######## block 1 ########
`src/rtl/bram_word_writer_pkg.sv`:
```
// Shared state encoding and word geometry for the nibble-entry RAM writer.
package bram_word_writer_pkg;

  typedef enum logic [1:0] {
    ST_COLLECT = 2'd0,
    ST_WRITE   = 2'd1,
    ST_FULL    = 2'd2
  } state_t;

  localparam int NIBBLES_PER_WORD = 4;
  localparam int NIBBLE_W         = 4;

endpackage

```
`src/rtl/bram_word_writer_if.sv`:
```
// Switch/button inputs, RAM port-A write signals and preview outputs of the word writer.
interface bram_word_writer_if #(
  parameter int ADDR_W = 3,
  parameter int DATA_W = 16
);
  import bram_word_writer_pkg::*;

  logic [NIBBLE_W-1:0] sw;
  logic                btn_enter;
  logic                btn_back;
  logic                wea;
  logic [ADDR_W-1:0]   addra;
  logic [DATA_W-1:0]   dina;
  logic [DATA_W-1:0]   x;
  logic [1:0]          nib_cnt;
  logic                full;

  modport master (
    output sw, btn_enter, btn_back,
    input  wea, addra, dina, x, nib_cnt, full
  );

  modport slave (
    input  sw, btn_enter, btn_back,
    output wea, addra, dina, x, nib_cnt, full
  );

endinterface

```
`src/rtl/bram_word_writer_btn_debounce.sv`:
```
// Two-flop synchroniser plus stable-count debouncer; rise_p pulses in the
// same cycle the debounced level goes high.
module btn_debounce #(
  parameter int DEB_CYCLES = 500000
) (
  input  logic clk,
  input  logic clr,
  input  logic btn_in,
  output logic level,
  output logic rise_p
);

  localparam int CW = $clog2(DEB_CYCLES + 1);

  logic          sync1;
  logic          sync2;
  logic [CW-1:0] count;

  always_ff @(posedge clk) begin
    if (clr) begin
      sync1  <= 1'b0;
      sync2  <= 1'b0;
      level  <= 1'b0;
      count  <= '0;
      rise_p <= 1'b0;
    end else begin
      sync1  <= btn_in;
      sync2  <= sync1;
      rise_p <= 1'b0;
      // Any sample matching the current level is a bounce: restart the run.
      if (sync2 == level) begin
        count <= '0;
      end else if (count == CW'(DEB_CYCLES - 1)) begin
        level  <= sync2;
        count  <= '0;
        rise_p <= sync2;
      end else begin
        count <= count + CW'(1);
      end
    end
  end

endmodule

```
`src/rtl/bram_word_writer.sv`:
```
// Builds 16-bit words a nibble at a time from debounced buttons and writes
// them sequentially into block RAM port A, locking once every address is used.
module bram_word_writer
  import bram_word_writer_pkg::*;
#(
  parameter int ADDR_W     = 3,
  parameter int DATA_W     = 16,
  parameter int DEB_CYCLES = 500000
) (
  input  logic               clk,
  input  logic               clr,
  bram_word_writer_if.slave  bus
);

  logic              enter_p;
  logic              back_p;
  logic [1:0]        btn_lvl_unused;
  state_t            state;
  logic              wea;
  logic [ADDR_W-1:0] addra;
  logic [DATA_W-1:0] dina;
  logic [DATA_W-1:0] x;
  logic [1:0]        nib_cnt;
  logic              full;
  logic [DATA_W-1:0] x_shl;

  btn_debounce #(.DEB_CYCLES(DEB_CYCLES)) u_deb_enter (
    .clk    (clk),
    .clr    (clr),
    .btn_in (bus.btn_enter),
    .level  (btn_lvl_unused[0]),
    .rise_p (enter_p)
  );

  btn_debounce #(.DEB_CYCLES(DEB_CYCLES)) u_deb_back (
    .clk    (clk),
    .clr    (clr),
    .btn_in (bus.btn_back),
    .level  (btn_lvl_unused[1]),
    .rise_p (back_p)
  );

  assign x_shl = {x[DATA_W-NIBBLE_W-1:0], bus.sw};

  always_ff @(posedge clk) begin
    if (clr) begin
      state   <= ST_COLLECT;
      wea     <= 1'b0;
      addra   <= '0;
      dina    <= '0;
      x       <= '0;
      nib_cnt <= 2'd0;
      full    <= 1'b0;
    end else begin
      wea <= 1'b0;
      case (state)
        ST_COLLECT: begin
          // Simultaneous enter and back are ambiguous, so neither acts.
          if (enter_p && !back_p) begin
            x <= x_shl;
            if (nib_cnt == 2'(NIBBLES_PER_WORD - 1)) begin
              dina  <= x_shl;
              wea   <= 1'b1;
              state <= ST_WRITE;
            end else begin
              nib_cnt <= nib_cnt + 2'd1;
            end
          end else if (back_p && !enter_p && nib_cnt != 2'd0) begin
            x       <= {{NIBBLE_W{1'b0}}, x[DATA_W-1:NIBBLE_W]};
            nib_cnt <= nib_cnt - 2'd1;
          end
        end
        ST_WRITE: begin
          x       <= '0;
          nib_cnt <= 2'd0;
          if (addra == {ADDR_W{1'b1}}) begin
            full  <= 1'b1;
            state <= ST_FULL;
          end else begin
            addra <= addra + ADDR_W'(1);
            state <= ST_COLLECT;
          end
        end
        ST_FULL: state <= ST_FULL;
        default: state <= ST_COLLECT;
      endcase
    end
  end

  assign bus.wea     = wea;
  assign bus.addra   = addra;
  assign bus.dina    = dina;
  assign bus.x       = x;
  assign bus.nib_cnt = nib_cnt;
  assign bus.full    = full;

endmodule

```
`src/flat_wrapper.sv`:
```
// flat-port wrapper written by rule: the top's interface ports become plain ports
module bram_word_writer_flat import bram_word_writer_pkg::*;
#(
  parameter int ADDR_W     = 3,
  parameter int DATA_W     = 16,
  parameter int DEB_CYCLES = 500000
)
  (clk, clr, bus_sw, bus_btn_enter, bus_btn_back, bus_wea, bus_addra, bus_dina, bus_x, bus_nib_cnt, bus_full);
  bram_word_writer_if #(.ADDR_W(ADDR_W), .DATA_W(DATA_W)) bus_i ();
  input  logic clk;
  input  logic clr;
  input wire logic [$bits(bus_i.sw)-1:0] bus_sw;
  input wire logic [$bits(bus_i.btn_enter)-1:0] bus_btn_enter;
  input wire logic [$bits(bus_i.btn_back)-1:0] bus_btn_back;
  output wire logic [$bits(bus_i.wea)-1:0] bus_wea;
  output wire logic [$bits(bus_i.addra)-1:0] bus_addra;
  output wire logic [$bits(bus_i.dina)-1:0] bus_dina;
  output wire logic [$bits(bus_i.x)-1:0] bus_x;
  output wire logic [$bits(bus_i.nib_cnt)-1:0] bus_nib_cnt;
  output wire logic [$bits(bus_i.full)-1:0] bus_full;
  assign bus_i.sw = bus_sw;
  assign bus_i.btn_enter = bus_btn_enter;
  assign bus_i.btn_back = bus_btn_back;
  assign bus_wea = bus_i.wea;
  assign bus_addra = bus_i.addra;
  assign bus_dina = bus_i.dina;
  assign bus_x = bus_i.x;
  assign bus_nib_cnt = bus_i.nib_cnt;
  assign bus_full = bus_i.full;
  bram_word_writer #(.ADDR_W(ADDR_W), .DATA_W(DATA_W), .DEB_CYCLES(DEB_CYCLES)) u_core (.clk(clk), .clr(clr), .bus(bus_i));
endmodule
```
`config.mk`:
```
export PLATFORM = sky130hd
export DESIGN_NAME = bram_word_writer_flat
export DESIGN_NICKNAME = d
export VERILOG_FILES = /design/src/rtl/bram_word_writer_pkg.sv /design/src/rtl/bram_word_writer_if.sv /design/src/rtl/bram_word_writer_btn_debounce.sv /design/src/rtl/bram_word_writer.sv /design/src/flat_wrapper.sv
export SDC_FILE = /design/constraint.sdc
export NUM_CORES = 1
export LEC_CHECK = 0
export CORE_MARGIN = 3
export CORE_UTILIZATION = 35
export DETAILED_ROUTE_END_ITERATION = 10
export GPL_TIMING_DRIVEN = 0
export PLACE_DENSITY = 0.64
export SYNTH_ARGS = -nofsm -noshare
export SYNTH_HDL_FRONTEND = slang
export SYNTH_SLANG_ARGS = --single-unit
```
`constraint.sdc`:
```
create_clock -name clk -period 1.6 [get_ports clk]
set_clock_uncertainty 0.05 [all_clocks]
set_input_delay 0.4 -clock clk [delete_from_list [all_inputs] [get_ports clk]]
set_output_delay 0.4 -clock clk [all_outputs]
set_load 0.05 [all_outputs]
```
######## block 2 ########
<file path="config.mk">
export PLATFORM = sky130hd
export DESIGN_NAME = alu_multicycle
export DESIGN_NICKNAME = d
export VERILOG_FILES = /design/src/rtl/alu_pkg.sv /design/src/rtl/alu_chunk.sv /design/src/rtl/alu_multicycle.sv
export SDC_FILE = /design/constraint.sdc
export NUM_CORES = 1
export LEC_CHECK = 0
export CAP_MARGIN = 30
export CORE_MARGIN = 3
export CORE_UTILIZATION = 49
export DETAILED_ROUTE_END_ITERATION = 10
export PLACE_DENSITY = 0.75
export SLEW_MARGIN = 20
export SYNTH_ARGS = -nofsm -noshare
export SYNTH_HDL_FRONTEND = slang
export SYNTH_SLANG_ARGS = --single-unit
</file>
<file path="constraint.sdc">
create_clock -name clk -period 3.7 [get_ports clk]
set_input_delay 0.555 -clock clk [delete_from_list [all_inputs] [get_ports clk]]
set_output_delay 0.555 -clock clk [all_outputs]
set_load 0.005 [all_outputs]
</file>
<file path="src/rtl/alu_pkg.sv">
// Shared opcode encodings, FSM state type and opcode helpers for the multi-cycle ALU.
package alu_pkg;

  localparam logic [2:0] OP_ADD  = 3'b000;
  localparam logic [2:0] OP_OR   = 3'b001;
  localparam logic [2:0] OP_AND  = 3'b010;
  localparam logic [2:0] OP_SUB  = 3'b011;
  localparam logic [2:0] OP_SLT  = 3'b100;
  localparam logic [2:0] OP_XOR  = 3'b101;
  localparam logic [2:0] OP_SLTU = 3'b110;
  localparam logic [2:0] OP_NOR  = 3'b111;

  typedef enum logic [1:0] {
    ST_IDLE = 2'd0,
    ST_BUSY = 2'd1,
    ST_DONE = 2'd2
  } state_t;

  // Ops that run the adder as x + ~y + 1
  function automatic logic is_sub(input logic [2:0] op);
    return (op == OP_SUB) || (op == OP_SLT) || (op == OP_SLTU);
  endfunction

endpackage

</file>
<file path="src/rtl/alu_chunk.sv">
// Combinational CHUNK-bit ALU slice; b arrives already inverted for subtract-type ops.
module alu_chunk
  import alu_pkg::*;
#(
  parameter int CHUNK = 8
) (
  input  logic [CHUNK-1:0] a,
  input  logic [CHUNK-1:0] b,
  input  logic             cin,
  input  logic [2:0]       op,
  output logic [CHUNK-1:0] res,
  output logic             cout,
  output logic             c_msb_in
);

  logic [CHUNK:0] sum;

  assign sum      = {1'b0, a} + {1'b0, b} + {{CHUNK{1'b0}}, cin};
  assign cout     = sum[CHUNK];
  // carry into the slice's top bit recovered from the sum bit
  assign c_msb_in = a[CHUNK-1] ^ b[CHUNK-1] ^ sum[CHUNK-1];

  always_comb begin
    res = sum[CHUNK-1:0];
    case (op)
      OP_OR:   res = a | b;
      OP_AND:  res = a & b;
      OP_XOR:  res = a ^ b;
      OP_NOR:  res = ~(a | b);
      default: res = sum[CHUNK-1:0];
    endcase
  end

endmodule

</file>
<file path="src/rtl/alu_multicycle.sv">
// Sequential ALU: WIDTH-bit ops computed CHUNK bits per cycle with valid/ready on both sides.
//   state   | meaning
//   ST_IDLE | waiting for an operation, in_ready=1
//   ST_BUSY | one chunk per cycle, carry and zero held in registers
//   ST_DONE | result held on f/flags until out_ready
module alu_multicycle
  import alu_pkg::*;
#(
  parameter int WIDTH = 32,
  parameter int CHUNK = 8
) (
  input  logic             clk,
  input  logic             rst,
  input  logic             in_valid,
  output logic             in_ready,
  input  logic [WIDTH-1:0] x,
  input  logic [WIDTH-1:0] y,
  input  logic [2:0]       opcode,
  output logic             out_valid,
  input  logic             out_ready,
  output logic [WIDTH-1:0] f,
  output logic             overflow,
  output logic             cout,
  output logic             zero
);

  localparam int NCHUNK = WIDTH / CHUNK;
  localparam int CW     = $clog2(NCHUNK) + 1;
  localparam logic [WIDTH-1:0] CMASK = WIDTH'({CHUNK{1'b1}});

  state_t state, state_nxt;

  logic [WIDTH-1:0] x_r, y_r, f_r;
  logic [2:0]       op_r;
  logic             carry_r, zero_acc;
  logic [CW-1:0]    cnt;
  logic             ov_r, co_r, zero_r;

  logic             accept, last, chunk_zero, lt;
  logic [31:0]      sh;
  logic [CHUNK-1:0] a_ch, b_ch, res;
  logic             ch_cout, ch_cmsb;

  assign accept     = in_valid && in_ready;
  assign last       = (cnt == CW'(NCHUNK - 1));
  assign sh         = 32'(cnt) * CHUNK;
  assign a_ch       = CHUNK'(x_r >> sh);
  assign b_ch       = CHUNK'(y_r >> sh);
  assign chunk_zero = (res == '0);
  // on the last chunk, res[CHUNK-1] is the sum MSB and ch_cmsb the carry into bit WIDTH-1
  assign lt = (op_r == OP_SLTU) ? ~ch_cout : (res[CHUNK-1] ^ ch_cmsb ^ ch_cout);

  alu_chunk #(.CHUNK(CHUNK)) u_chunk (
    .a        (a_ch),
    .b        (b_ch),
    .cin      (carry_r),
    .op       (op_r),
    .res      (res),
    .cout     (ch_cout),
    .c_msb_in (ch_cmsb)
  );

  always_ff @(posedge clk or posedge rst) begin
    if (rst) state <= ST_IDLE;
    else     state <= state_nxt;
  end

  always_comb begin
    state_nxt = state;
    case (state)
      ST_IDLE: if (accept) state_nxt = ST_BUSY;
      ST_BUSY: if (last) state_nxt = ST_DONE;
      ST_DONE: if (out_ready) state_nxt = in_valid ? ST_BUSY : ST_IDLE;
      default: state_nxt = ST_IDLE;
    endcase
  end

  always_comb begin
    in_ready  = (state == ST_IDLE) || ((state == ST_DONE) && out_ready);
    out_valid = (state == ST_DONE);
  end

  always_ff @(posedge clk or posedge rst) begin
    if (rst) begin
      x_r      <= '0;
      y_r      <= '0;
      f_r      <= '0;
      op_r     <= OP_ADD;
      carry_r  <= 1'b0;
      zero_acc <= 1'b0;
      cnt      <= '0;
      ov_r     <= 1'b0;
      co_r     <= 1'b0;
      zero_r   <= 1'b0;
    end else if (accept) begin
      x_r      <= x;
      y_r      <= is_sub(opcode) ? ~y : y;
      op_r     <= opcode;
      carry_r  <= is_sub(opcode);
      zero_acc <= 1'b1;
      cnt      <= '0;
    end else if (state == ST_BUSY) begin
      f_r      <= (f_r & ~(CMASK << sh)) | (WIDTH'(res) << sh);
      carry_r  <= ch_cout;
      zero_acc <= zero_acc & chunk_zero;
      cnt      <= cnt + CW'(1);
      if (last) begin
        case (op_r)
          OP_ADD, OP_SUB: begin
            ov_r   <= ch_cmsb ^ ch_cout;
            co_r   <= ch_cout;
            zero_r <= zero_acc & chunk_zero;
          end
          OP_SLT, OP_SLTU: begin
            f_r    <= WIDTH'(lt);
            ov_r   <= 1'b0;
            co_r   <= 1'b0;
            zero_r <= ~lt;
          end
          default: begin
            ov_r   <= 1'b0;
            co_r   <= 1'b0;
            zero_r <= zero_acc & chunk_zero;
          end
        endcase
      end
    end
  end

  assign f        = f_r;
  assign overflow = ov_r;
  assign cout     = co_r;
  assign zero     = zero_r;

endmodule

</file>
######## block 3 ########
## src/rtl/conv_pkg.sv

```systemverilog
// Shared CONV definitions: FSM state encoding and default address/geometry widths
// used by the read-address generator, the read mux and the address consumers.
package conv_pkg;

  localparam int unsigned CONV_AW   = 13;
  localparam int unsigned CONV_DIMW = 8;
  localparam int unsigned CONV_KW   = 3;
  localparam int unsigned CONV_SW   = 2;

  typedef enum logic [1:0] {
    CONV_IDLE = 2'd0,
    CONV_RUN  = 2'd1,
    CONV_FIN  = 2'd2
  } conv_state_e;

endpackage

```

## src/rtl/axi_frs.sv

```systemverilog
// Forward register slice: registers valid/data towards the sink; ready passes
// through combinationally so a full slice can still stream one beat per cycle.
module axi_frs #(
  parameter int unsigned DW = 8
) (
  input  logic          clk,
  input  logic          rst_n,
  input  logic          s_valid,
  output logic          s_ready_c,
  input  logic [DW-1:0] s_data,
  output logic          m_valid,
  input  logic          m_ready,
  output logic [DW-1:0] m_data
);

  logic          valid_q, valid_d;
  logic [DW-1:0] data_q, data_d;

  assign s_ready_c = !valid_q || m_ready;

  // Load a new beat whenever the held one is gone or leaving this cycle.
  always_comb begin
    valid_d = valid_q;
    data_d  = data_q;
    if (s_ready_c) begin
      valid_d = s_valid;
      if (s_valid) begin
        data_d = s_data;
      end
    end
  end

  always_ff @(posedge clk or negedge rst_n) begin
    if (!rst_n) begin
      valid_q <= 1'b0;
      data_q  <= '0;
    end else begin
      valid_q <= valid_d;
      data_q  <= data_d;
    end
  end

  assign m_valid = valid_q;
  assign m_data  = data_q;

endmodule

```

## src/rtl/conv_raddr_gen.sv

```systemverilog
// Sliding-window read-address generator: streams one RAM address per kernel tap,
// window-major raster order, with first/last flags delimiting each window.
module conv_raddr_gen
  import conv_pkg::*;
#(
  parameter int unsigned AW   = CONV_AW,
  parameter int unsigned DIMW = CONV_DIMW,
  parameter int unsigned KW   = CONV_KW,
  parameter int unsigned SW   = CONV_SW
) (
  input  logic            clk,
  input  logic            rst_n,
  input  logic            start,
  input  logic [AW-1:0]   cfg_base,
  input  logic [DIMW-1:0] cfg_width,
  input  logic [DIMW-1:0] cfg_height,
  input  logic [KW-1:0]   cfg_k,
  input  logic [SW-1:0]   cfg_stride,
  output logic            busy,
  output logic            done,
  output logic            cfg_err,
  output logic [AW-1:0]   m_addr,
  output logic            m_addr_first,
  output logic            m_addr_last,
  output logic            m_addr_valid,
  input  logic            m_addr_ready
);

  localparam int unsigned CW = DIMW + 1;
  localparam int unsigned DW = AW + 2;

  localparam logic [1:0] ST_IDLE = CONV_IDLE;
  localparam logic [1:0] ST_RUN  = CONV_RUN;
  localparam logic [1:0] ST_FIN  = CONV_FIN;

  logic [1:0]    state_q, state_d;
  logic [CW-1:0] k_q, k_d, s_q, s_d, w_q, w_d, h_q, h_d;
  logic [AW-1:0] pitch_q, pitch_d, spitch_q, spitch_d;
  logic [CW-1:0] kx_q, kx_d, ky_q, ky_d, x0_q, x0_d, y0_q, y0_d;
  logic [AW-1:0] addr_q, addr_d, tap_row_addr_q, tap_row_addr_d;
  logic [AW-1:0] win_addr_q, win_addr_d, win_row_addr_q, win_row_addr_d;
  logic          gen_done_q, gen_done_d;
  logic          busy_q, busy_d, done_q, done_d, err_q, err_d;

  logic [CW-1:0] cfg_k_c, cfg_s_c, cfg_w_c, cfg_h_c;
  logic [AW-1:0] cfg_pitch_c, cfg_spitch_c;
  logic          cfg_ok_c;

  logic [CW-1:0] cur_k, cur_s, cur_w, cur_h, cur_kx, cur_ky, cur_x0, cur_y0;
  logic [AW-1:0] cur_pitch, cur_spitch, cur_addr, cur_tap_row, cur_win, cur_win_row;

  logic [CW-1:0] nxt_kx, nxt_ky, nxt_x0, nxt_y0;
  logic [AW-1:0] nxt_addr, nxt_tap_row, nxt_win, nxt_win_row;
  logic          nxt_done;

  logic          tap_first_c, tap_last_c, gen_valid_c, push_c, frs_ready_c;
  logic [DW-1:0] frs_m_data;

  assign cfg_k_c     = CW'(cfg_k);
  assign cfg_s_c     = CW'(cfg_stride);
  assign cfg_w_c     = CW'(cfg_width);
  assign cfg_h_c     = CW'(cfg_height);
  assign cfg_pitch_c = AW'(cfg_width);
  assign cfg_ok_c    = (cfg_k_c != '0) && (cfg_s_c != '0) &&
                       (cfg_k_c <= cfg_w_c) && (cfg_k_c <= cfg_h_c);

  // S*W by shift-add over the stride bits; avoids a multiplier.
  always_comb begin
    cfg_spitch_c = '0;
    for (int unsigned i = 0; i < SW; i++) begin
      if (cfg_stride[i]) begin
        cfg_spitch_c = cfg_spitch_c + AW'(cfg_pitch_c << i);
      end
    end
  end

  // In IDLE the first tap is issued straight from the cfg inputs so the
  // first address reaches the slice in the same cycle start is sampled.
  always_comb begin
    if (state_q == ST_IDLE) begin
      cur_k       = cfg_k_c;
      cur_s       = cfg_s_c;
      cur_w       = cfg_w_c;
      cur_h       = cfg_h_c;
      cur_pitch   = cfg_pitch_c;
      cur_spitch  = cfg_spitch_c;
      cur_kx      = '0;
      cur_ky      = '0;
      cur_x0      = '0;
      cur_y0      = '0;
      cur_addr    = cfg_base;
      cur_tap_row = cfg_base;
      cur_win     = cfg_base;
      cur_win_row = cfg_base;
    end else begin
      cur_k       = k_q;
      cur_s       = s_q;
      cur_w       = w_q;
      cur_h       = h_q;
      cur_pitch   = pitch_q;
      cur_spitch  = spitch_q;
      cur_kx      = kx_q;
      cur_ky      = ky_q;
      cur_x0      = x0_q;
      cur_y0      = y0_q;
      cur_addr    = addr_q;
      cur_tap_row = tap_row_addr_q;
      cur_win     = win_addr_q;
      cur_win_row = win_row_addr_q;
    end
  end

  assign tap_first_c = (cur_kx == '0) && (cur_ky == '0);
  assign tap_last_c  = (cur_kx == cur_k - CW'(1)) && (cur_ky == cur_k - CW'(1));

  // Step to the following tap: kx, then ky, then x0, then y0.
  always_comb begin
    nxt_kx      = cur_kx;
    nxt_ky      = cur_ky;
    nxt_x0      = cur_x0;
    nxt_y0      = cur_y0;
    nxt_addr    = cur_addr;
    nxt_tap_row = cur_tap_row;
    nxt_win     = cur_win;
    nxt_win_row = cur_win_row;
    nxt_done    = 1'b0;
    if (cur_kx != cur_k - CW'(1)) begin
      nxt_kx   = cur_kx + CW'(1);
      nxt_addr = cur_addr + AW'(1);
    end else if (cur_ky != cur_k - CW'(1)) begin
      nxt_kx      = '0;
      nxt_ky      = cur_ky + CW'(1);
      nxt_tap_row = cur_tap_row + cur_pitch;
      nxt_addr    = cur_tap_row + cur_pitch;
    end else if (cur_x0 + cur_s + cur_k <= cur_w) begin
      nxt_kx      = '0;
      nxt_ky      = '0;
      nxt_x0      = cur_x0 + cur_s;
      nxt_win     = cur_win + AW'(cur_s);
      nxt_tap_row = cur_win + AW'(cur_s);
      nxt_addr    = cur_win + AW'(cur_s);
    end else if (cur_y0 + cur_s + cur_k <= cur_h) begin
      nxt_kx      = '0;
      nxt_ky      = '0;
      nxt_x0      = '0;
      nxt_y0      = cur_y0 + cur_s;
      nxt_win_row = cur_win_row + cur_spitch;
      nxt_win     = cur_win_row + cur_spitch;
      nxt_tap_row = cur_win_row + cur_spitch;
      nxt_addr    = cur_win_row + cur_spitch;
    end else begin
      nxt_done = 1'b1;
    end
  end

  always_comb begin
    gen_valid_c = 1'b0;
    if (state_q == ST_IDLE) begin
      gen_valid_c = start && cfg_ok_c;
    end else if (state_q == ST_RUN) begin
      gen_valid_c = !gen_done_q;
    end
  end

  assign push_c = gen_valid_c && frs_ready_c;

  // Next-state and register update logic.
  always_comb begin
    state_d        = state_q;
    k_d            = k_q;
    s_d            = s_q;
    w_d            = w_q;
    h_d            = h_q;
    pitch_d        = pitch_q;
    spitch_d       = spitch_q;
    kx_d           = kx_q;
    ky_d           = ky_q;
    x0_d           = x0_q;
    y0_d           = y0_q;
    addr_d         = addr_q;
    tap_row_addr_d = tap_row_addr_q;
    win_addr_d     = win_addr_q;
    win_row_addr_d = win_row_addr_q;
    gen_done_d     = gen_done_q;
    err_d          = 1'b0;

    case (state_q)
      ST_IDLE: begin
        gen_done_d = 1'b0;
        if (start) begin
          k_d      = cfg_k_c;
          s_d      = cfg_s_c;
          w_d      = cfg_w_c;
          h_d      = cfg_h_c;
          pitch_d  = cfg_pitch_c;
          spitch_d = cfg_spitch_c;
          if (cfg_ok_c) begin
            state_d = ST_RUN;
          end else begin
            state_d = ST_FIN;
            err_d   = 1'b1;
          end
        end
      end
      ST_RUN: begin
        if (gen_done_q && m_addr_valid && m_addr_ready) begin
          state_d = ST_FIN;
        end
      end
      ST_FIN: begin
        state_d = ST_IDLE;
      end
      default: begin
        state_d = ST_IDLE;
      end
    endcase

    if (push_c) begin
      kx_d           = nxt_kx;
      ky_d           = nxt_ky;
      x0_d           = nxt_x0;
      y0_d           = nxt_y0;
      addr_d         = nxt_addr;
      tap_row_addr_d = nxt_tap_row;
      win_addr_d     = nxt_win;
      win_row_addr_d = nxt_win_row;
      gen_done_d     = nxt_done;
    end

    done_d = (state_d == ST_FIN);
    busy_d = (state_d == ST_RUN);
  end

  always_ff @(posedge clk or negedge rst_n) begin
    if (!rst_n) begin
      state_q        <= ST_IDLE;
      k_q            <= '0;
      s_q            <= '0;
      w_q            <= '0;
      h_q            <= '0;
      pitch_q        <= '0;
      spitch_q       <= '0;
      kx_q           <= '0;
      ky_q           <= '0;
      x0_q           <= '0;
      y0_q           <= '0;
      addr_q         <= '0;
      tap_row_addr_q <= '0;
      win_addr_q     <= '0;
      win_row_addr_q <= '0;
      gen_done_q     <= 1'b0;
      busy_q         <= 1'b0;
      done_q         <= 1'b0;
      err_q          <= 1'b0;
    end else begin
      state_q        <= state_d;
      k_q            <= k_d;
      s_q            <= s_d;
      w_q            <= w_d;
      h_q            <= h_d;
      pitch_q        <= pitch_d;
      spitch_q       <= spitch_d;
      kx_q           <= kx_d;
      ky_q           <= ky_d;
      x0_q           <= x0_d;
      y0_q           <= y0_d;
      addr_q         <= addr_d;
      tap_row_addr_q <= tap_row_addr_d;
      win_addr_q     <= win_addr_d;
      win_row_addr_q <= win_row_addr_d;
      gen_done_q     <= gen_done_d;
      busy_q         <= busy_d;
      done_q         <= done_d;
      err_q          <= err_d;
    end
  end

  axi_frs #(
    .DW(DW)
  ) u_frs (
    .clk      (clk),
    .rst_n    (rst_n),
    .s_valid  (gen_valid_c),
    .s_ready_c(frs_ready_c),
    .s_data   ({cur_addr, tap_first_c, tap_last_c}),
    .m_valid  (m_addr_valid),
    .m_ready  (m_addr_ready),
    .m_data   (frs_m_data)
  );

  assign m_addr       = frs_m_data[DW-1:2];
  assign m_addr_first = frs_m_data[1];
  assign m_addr_last  = frs_m_data[0];
  assign busy         = busy_q;
  assign done         = done_q;
  assign cfg_err      = err_q;

endmodule

```

## config.mk

```make
export PLATFORM = sky130hd
export DESIGN_NAME = conv_raddr_gen
export DESIGN_NICKNAME = d
export VERILOG_FILES = /design/src/rtl/conv_pkg.sv /design/src/rtl/axi_frs.sv /design/src/rtl/conv_raddr_gen.sv
export SDC_FILE = /design/constraint.sdc
export NUM_CORES = 1
export LEC_CHECK = 0
export ABC_AREA = 1
export CAP_MARGIN = 25
export CORE_ASPECT_RATIO = 1.4
export CORE_UTILIZATION = 40
export CTS_CLUSTER_DIAMETER = 120
export DETAILED_ROUTE_END_ITERATION = 6
export PLACE_DENSITY = 0.54
export SYNTH_ARGS = -nofsm -noshare
export SYNTH_HDL_FRONTEND = slang
export SYNTH_SLANG_ARGS = --single-unit
```

## constraint.sdc

```tcl
create_clock -name clk -period 14.9 [get_ports clk]
set_clock_uncertainty 0.05 [all_clocks]
set_input_delay 1.49 -clock clk [delete_from_list [all_inputs] [get_ports clk]]
set_output_delay 1.49 -clock clk [all_outputs]
set_load 0.02 [all_outputs]
```

######## block 4 ########
## config.mk

```make
export PLATFORM = sky130hd
export DESIGN_NAME = spi_rr_scheduler
export DESIGN_NICKNAME = d
export VERILOG_FILES = /design/src/rtl/spi_rr_scheduler.sv
export SDC_FILE = /design/constraint.sdc
export NUM_CORES = 1
export LEC_CHECK = 0
export ABC_AREA = 1
export CORE_UTILIZATION = 40
export CTS_CLUSTER_SIZE = 8
export DETAILED_ROUTE_END_ITERATION = 10
export PLACE_DENSITY = 0.83
export REMOVE_ABC_BUFFERS = 1
export SETUP_SLACK_MARGIN = 0.4
export SLEW_MARGIN = 10
export SYNTH_ARGS = -nofsm -noshare
export SYNTH_HDL_FRONTEND = slang
export SYNTH_SLANG_ARGS = --single-unit
```

## constraint.sdc

```tcl
create_clock -name clk -period 3.95 [get_ports clk]
set_clock_uncertainty 0.05 [all_clocks]
set_input_delay 0.9875 -clock clk [delete_from_list [all_inputs] [get_ports clk]]
set_output_delay 0.9875 -clock clk [all_outputs]
set_load 0.01 [all_outputs]
```

## src/rtl/spi_rr_scheduler.sv

```systemverilog
// Round-robin scheduler sharing one SPI master between NUM_REQ requesters.
// Each grant owns the master for a burst of req_len+1 bytes.
module spi_rr_scheduler #(
   parameter int NUM_REQ      = 4,
   parameter int DATA_WIDTH   = 8,
   parameter int LEN_WIDTH    = 4,
   parameter int BUSY_TIMEOUT = 15
) (
   input  logic                          clk,
   input  logic                          reset,
   input  logic [NUM_REQ-1:0]            req,
   input  logic [NUM_REQ*LEN_WIDTH-1:0]  req_len,
   input  logic [NUM_REQ*DATA_WIDTH-1:0] tx_data,
   output logic [NUM_REQ-1:0]            grant,
   output logic [NUM_REQ-1:0]            byte_ack,
   output logic                          rx_valid,
   output logic [DATA_WIDTH-1:0]         rx_data,
   output logic                          done,
   output logic                          error,
   output logic                          sched_busy,
   output logic                          spi_start,
   output logic [DATA_WIDTH-1:0]         spi_data_in,
   input  logic                          spi_busy,
   input  logic [DATA_WIDTH-1:0]         spi_data_out
);

   localparam int IW = (NUM_REQ > 1) ? $clog2(NUM_REQ) : 1;
   localparam int TW = $clog2(BUSY_TIMEOUT + 1);

   typedef enum logic [1:0] {IDLE, LOAD, WAIT_BUSY, WAIT_DONE} state_t;

   state_t               state;
   logic [IW-1:0]        ptr;
   logic [IW-1:0]        winner;
   logic [IW-1:0]        pick;
   logic [IW-1:0]        cand;
   logic                 found;
   int unsigned          k;
   logic [LEN_WIDTH-1:0] remaining;
   logic [TW-1:0]        tmo;

   always_comb begin
      found = 1'b0;
      pick  = '0;
      cand  = '0;
      k     = 0;
      for (int unsigned i = 0; i < NUM_REQ; i++) begin
         k    = (32'(ptr) + i) % 32'(NUM_REQ);
         cand = IW'(k);
         if (!found && req[cand]) begin
            found = 1'b1;
            pick  = cand;
         end
      end
   end

   always_ff @(posedge clk) begin
      if (reset) begin
         state       <= IDLE;
         ptr         <= '0;
         winner      <= '0;
         remaining   <= '0;
         tmo         <= '0;
         grant       <= '0;
         byte_ack    <= '0;
         rx_valid    <= 1'b0;
         rx_data     <= '0;
         done        <= 1'b0;
         error       <= 1'b0;
         sched_busy  <= 1'b0;
         spi_start   <= 1'b0;
         spi_data_in <= '0;
      end else begin
         spi_start <= 1'b0;
         byte_ack  <= '0;
         rx_valid  <= 1'b0;
         done      <= 1'b0;
         error     <= 1'b0;
         case (state)
            IDLE: begin
               // First IDLE cycle after a burst only releases the grant,
               // so done and a new grant can never share a cycle.
               if (grant != '0) begin
                  grant      <= '0;
                  sched_busy <= 1'b0;
                  ptr        <= (winner == IW'(NUM_REQ - 1)) ? '0 : winner + 1'b1;
               end else if (found) begin
                  winner     <= pick;
                  grant      <= NUM_REQ'(1) << pick;
                  sched_busy <= 1'b1;
                  remaining  <= req_len[pick*LEN_WIDTH +: LEN_WIDTH];
                  state      <= LOAD;
               end
            end
            LOAD: begin
               if (!spi_busy) begin
                  spi_start        <= 1'b1;
                  spi_data_in      <= tx_data[winner*DATA_WIDTH +: DATA_WIDTH];
                  byte_ack[winner] <= 1'b1;
                  tmo              <= '0;
                  state            <= WAIT_BUSY;
               end
            end
            WAIT_BUSY: begin
               if (spi_busy) begin
                  state <= WAIT_DONE;
               end else begin
                  tmo <= tmo + 1'b1;
                  if (tmo == TW'(BUSY_TIMEOUT - 1)) begin
                     error <= 1'b1;
                     done  <= 1'b1;
                     state <= IDLE;
                  end
               end
            end
            WAIT_DONE: begin
               if (!spi_busy) begin
                  rx_data  <= spi_data_out;
                  rx_valid <= 1'b1;
                  if (remaining == '0) begin
                     done  <= 1'b1;
                     state <= IDLE;
                  end else begin
                     remaining <= remaining - 1'b1;
                     state     <= LOAD;
                  end
               end
            end
            default: state <= IDLE;
         endcase
      end
   end

endmodule

```

### Met2 routing, block 3

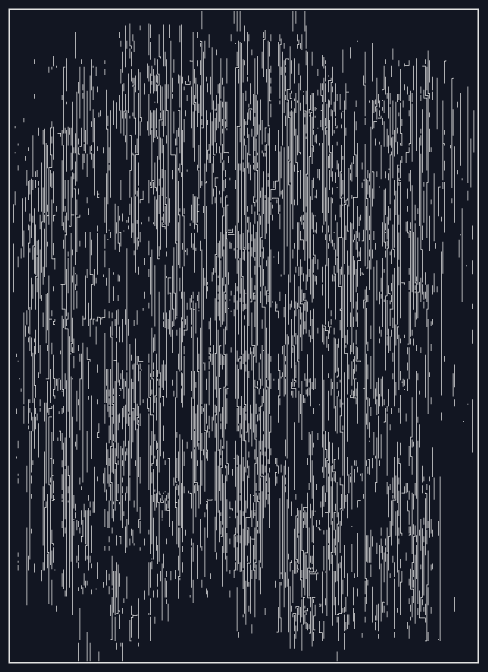
share of all routed wire = 50%
nets with wire on the layer = 1449
main direction = vertical
total number of vias: 11400
M2 GR Usage: 44.8%

==> GITHUB_STEP_SUMMARY, block 3 <==
### Flow metrics

| Metric | Value |
|---|---|
| Hold slack final | `0.425 ns` |
| Final Cycle Share | `a little under half` |
| Yosys xor share | `4.34%` |
| Worst rel slew slack | `roughly a third` |
| Synth Instances | `1737` |
| Post-synth top cells | `nand2_1 (466), inv_1 (221), nor2_1 (146)` |
| DRT Pass-1 Iters | `5` |
| Setup crit end | `ky_q[3]` |
| End of the worst hold path | `win_row_addr_q[5]` |
| Finished Layout Cells | `2138` |
| CTS clk-pin slew, worst paths | `0.06 ns` |
| Final #Nets | `~1900` |
| Initial antenna violation count | `0` |
| Status | `finished clean` |
| Sequential share of cell area | `27.0%` |
| Final instance area | `13100 sq um` |
| Critical-path top delay cell | `nor2_2` |
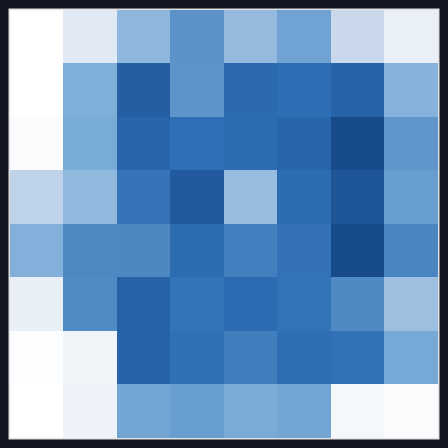
*Placement density heat map, block 4*
The die is cut into 8 by 8 equal tiles; white is low, dark blue is high, 0 to 100% covered.
tiles over 75% full = 25%
mean over tiles = 53%
fullest tile = 89%
post-layout util: 60.4%
core area: 5610 sq um

==> GITHUB_STEP_SUMMARY, block 4 <==
### Flow metrics

| Metric | Value |
|---|---|
| Top layer reached by signal wires | `met4` |
| Adder share | `between 3 and 4%` |
| Post-synth top cells | `nand2_1 (102), dfxtp_1 (43), nor2_1 (37)` |
| Port buffer count | `91` |
| Worst hold path type | `register to register` |
| Detailed placement HPWL | `4.63 mm` |
| Crit path DRT | `between 4 and 5 ns` |
| # fillers | `about 530` |
| Area Growth Syn to Fin | `42.5%` |
| Peak VDD IR | `322 uV` |
| Reg2Reg Launch Point | `winner[0]` |
| Largest regs | `rx_data: 8 flops, spi_data_in: 8 flops` |
| Top cells excl fill/tap | `nand2_1 (102), clkdlybuf4s50_1 (91), dfxtp_1 (43), nor2_1 (37), inv_1 (30)` |
| Status | `finished clean` |
| Number of enable flip-flop cells | `0` |
| Seq group | `626 uW` |
| Critical path origin | `req[3]` |
| Reg-to-Reg End | `ptr[1]` |
| Max-capacitance violation count | `0` |
| Busiest layer in global routing | `met2` |
| Worst Hold Launch | `spi_data_in[0]` |
| OpenROAD warning count | `29` |
| RD Place Congestion | `0.854` |
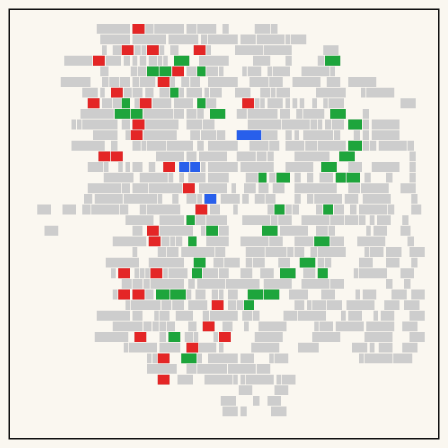
*Logic cells by family, block 1*
blue -> non-inverting ao/oa cells  # cells 4
green -> and/or cells  # cells 39
red -> xor and xnor cells  # cells 31
Finished Layout Cells: 645
Comb area share: 40.9%
top logic cell by instance count in the layout: nor2_1

==> GITHUB_STEP_SUMMARY, block 1 <==
### Flow metrics

| Metric | Value |
|---|---|
| Failing checks | `negative setup slack` |
| Busiest layer in global routing | `met2` |
| Met1 Routed Length | `4.28 mm` |
| Reg power frac | `between 50% and 60%` |
| Endpoints failing setup | `18` |
| DRT Wirelength | `9.80 mm` |
| Synth Warn # | `0` |
| Area Growth Syn to Fin | `42.7%` |
| Post-cts resize count | `about 200` |
| Yosys xor share | `7.24%` |
| Final worst path period need | `roughly 1.7 ns` |
| Initial antenna violation count | `0` |
| Largest area class, layout | `multi-input combinational cells` |
| Avg Inst Size Synth | `between 9 and 10 sq um` |
| Status | `finished with violations` |
| Worst path depth | `5` |
| M2 GR Usage | `26.2%` |
| Post-route setup slack | `-0.0653 ns` |
| Setup_tns | `-0.722 ns` |
| Startpoint types | `register` |
| First-pass GRT wire length | `around 15 mm` |
| Final Cycle Share | `104%` |
| Comb gate area | `between 2000 and 2500 sq um` |
| Met3 WL | `436 um` |
| FF+latch area | `1840 sq um` |
| Mux share | `8.00%` |
| RD Place Congestion | `between 0.8 and 0.9` |
| Met2 WL | `4.98 mm` |
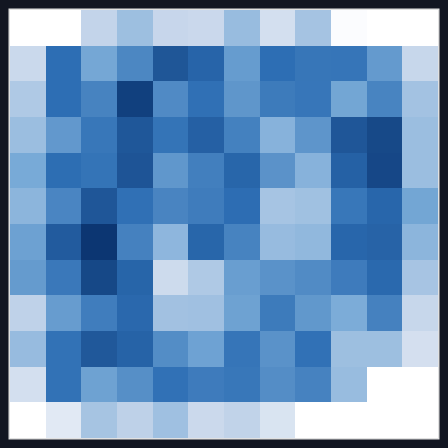
*Placement density heat map, block 2*
The die is cut into 12 by 12 equal tiles; white is low, dark blue is high, 0 to 100% covered.
densest ninth of the die = middle left
mean over tiles = 53%
emptiest ninth of the die = lower right
tiles over 75% full = 19%
nearly empty tiles = 8.3%
post-layout util: 63.1%
core area: 12300 sq um
FP Core Util: 51.3%

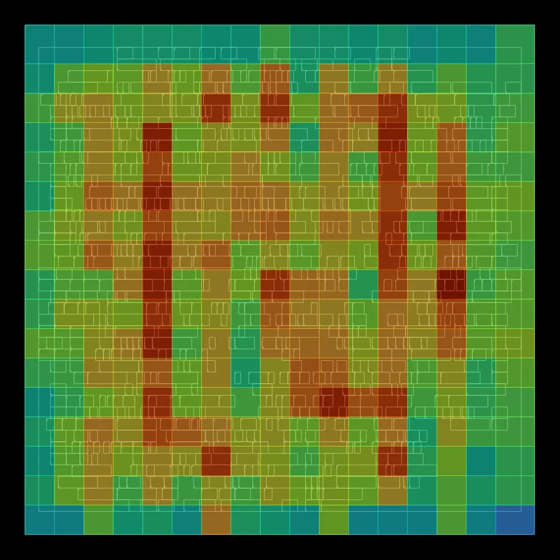
*Routing congestion map, block 2*
GR Util met1: 30.1%
busiest layer in global routing: met2
met3 usage: 3.72%
DR WL/cell: 15.4 um

==> GITHUB_STEP_SUMMARY, block 2 <==
### Flow metrics

| Metric | Value |
|---|---|
| Avg Inst Size Synth | `8.90 sq um` |
| Synth Warn # | `0` |
| Seq_cells | `109` |
| Area Growth Syn to Fin | `23.2%` |
| Share of layout cells above drive strength 1 | `about 6.0%` |
| Ys flop type | `dfrtp_1` |
| Crit end category | `register` |
| Top layer reached by signal wires | `met4` |
| Worst path top cell family by delay | `AND-OR/OR-AND gates` |
| Setup crit end | `f[28]` |
| Endpoints failing setup | `0` |
| Post-synth top cells | `nand2_1 (183), dfrtp_1 (109), o21ai_0 (54)` |
| Total power | `7.61 mW` |
| Synth cell types | `around 65` |
| Netlist Area Pre-Place | `6310 sq um` |
| Die width | `between 100 and 150 um` |
| Non-clock inverters | `23` |
| Top logic cell by instance count in the layout | `nand2_1` |
| First-pass GRT wire length | `25.0 mm` |
| Sequential share of cell area | `35.1%` |
| Yosys chip area | `6310 sq um` |
| Status | `finished clean` |
| Clk latency late pin | `about 0.36 ns` |
| Layout clock buffers | `12` |
| P_comb | `4.57 mW` |

==> notes/layouts.md <==
Pictures saved along the way, in no particular order.

Wiring by layer.
picture 1
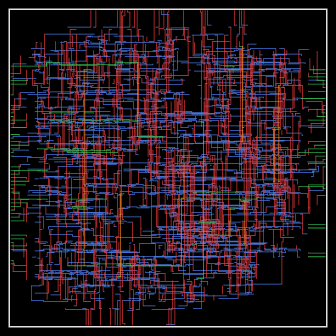
picture 2
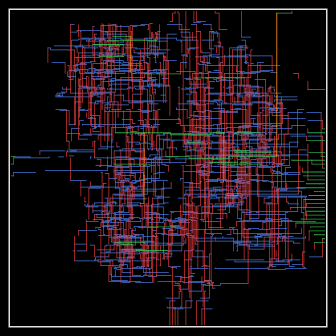
picture 3
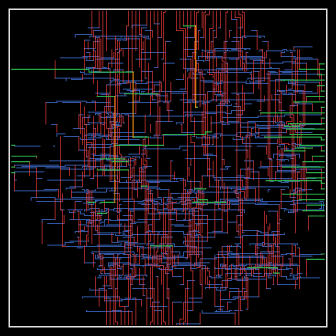
picture 4
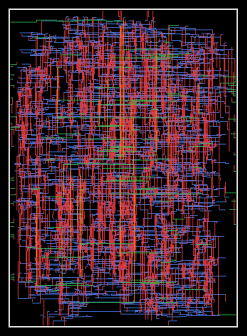
The one with the most wire is picture 4.
The one with the least wire is picture 3.
Block 2 is picture 1.
Block 3 is picture 4.
Block 1 is picture 2.
Block 4 is picture 3.



==> notes/layouts.md <==
Pictures saved along the way, in no particular order.

Met2 routing.
(a)
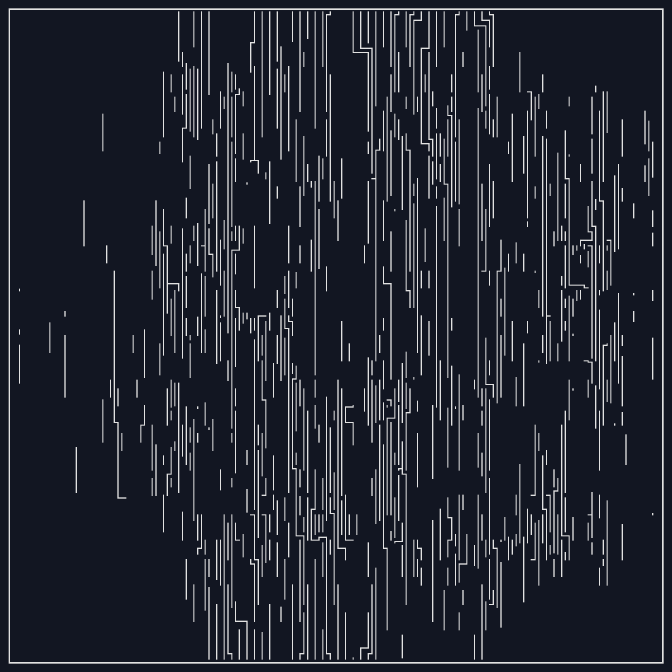
(b)
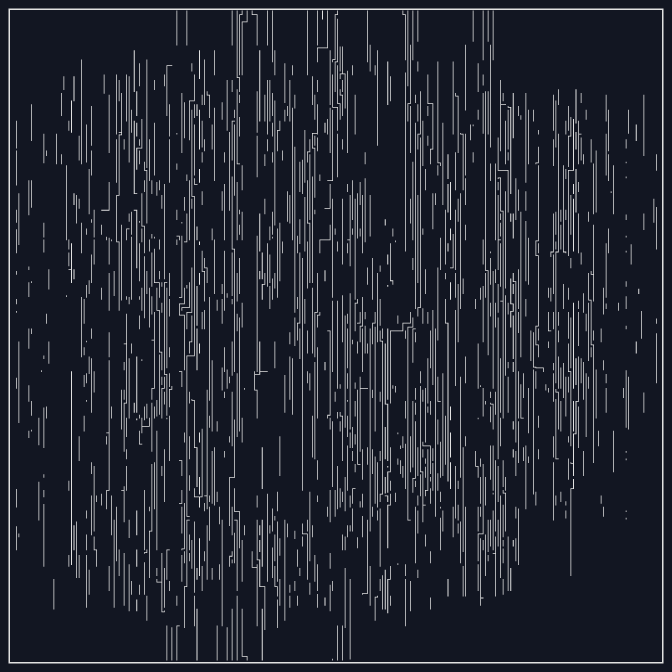
(c)
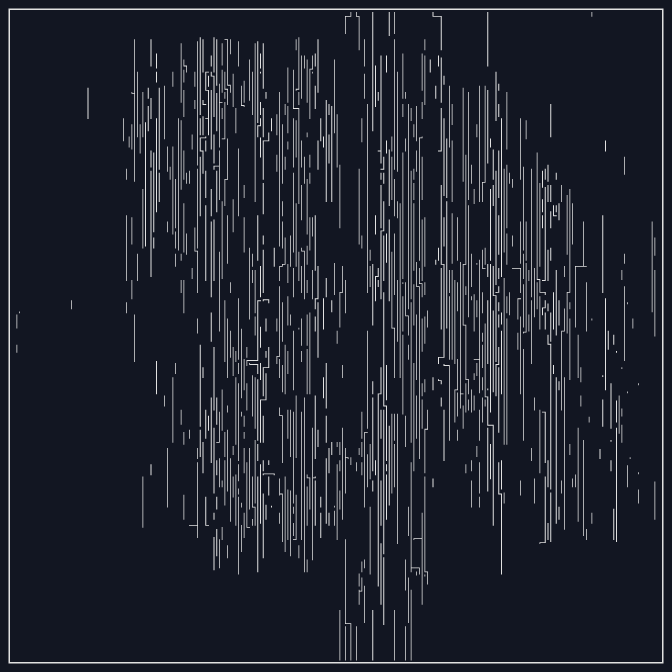
(c) comes from block 1.
(b) comes from block 2.
(a) comes from block 4.

Key to (a):
main direction = vertical
longest straight run = 35.0 um
share of all routed wire = 51%


==> layout pictures side by side <==
Routing congestion map.
Plate I
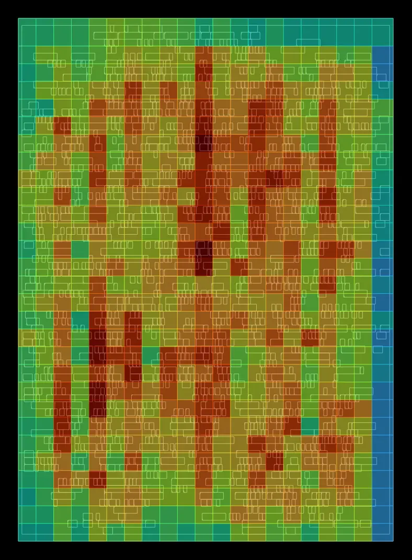
Plate II
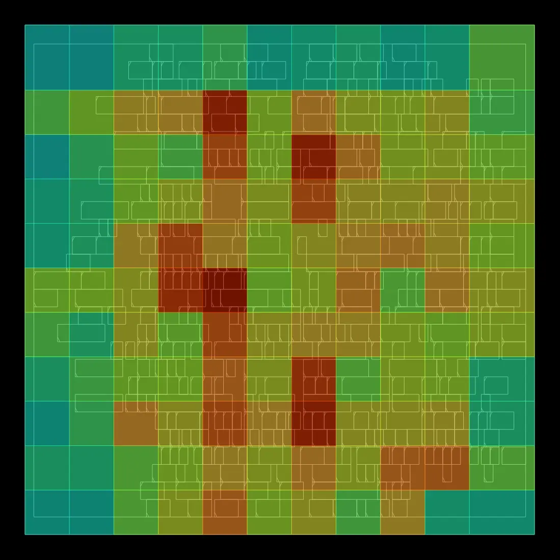
Plate III
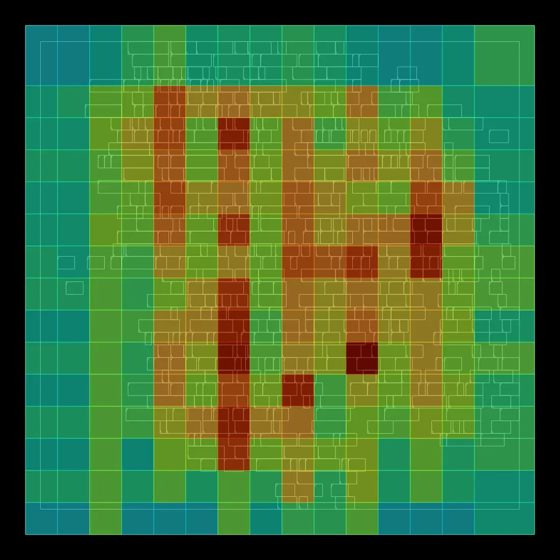
For block 4, see Plate II.
For block 1, see Plate III.
For block 3, see Plate I.
Of these, lowest track usage: Plate III

Power is estimated from default activity; no workload was simulated.
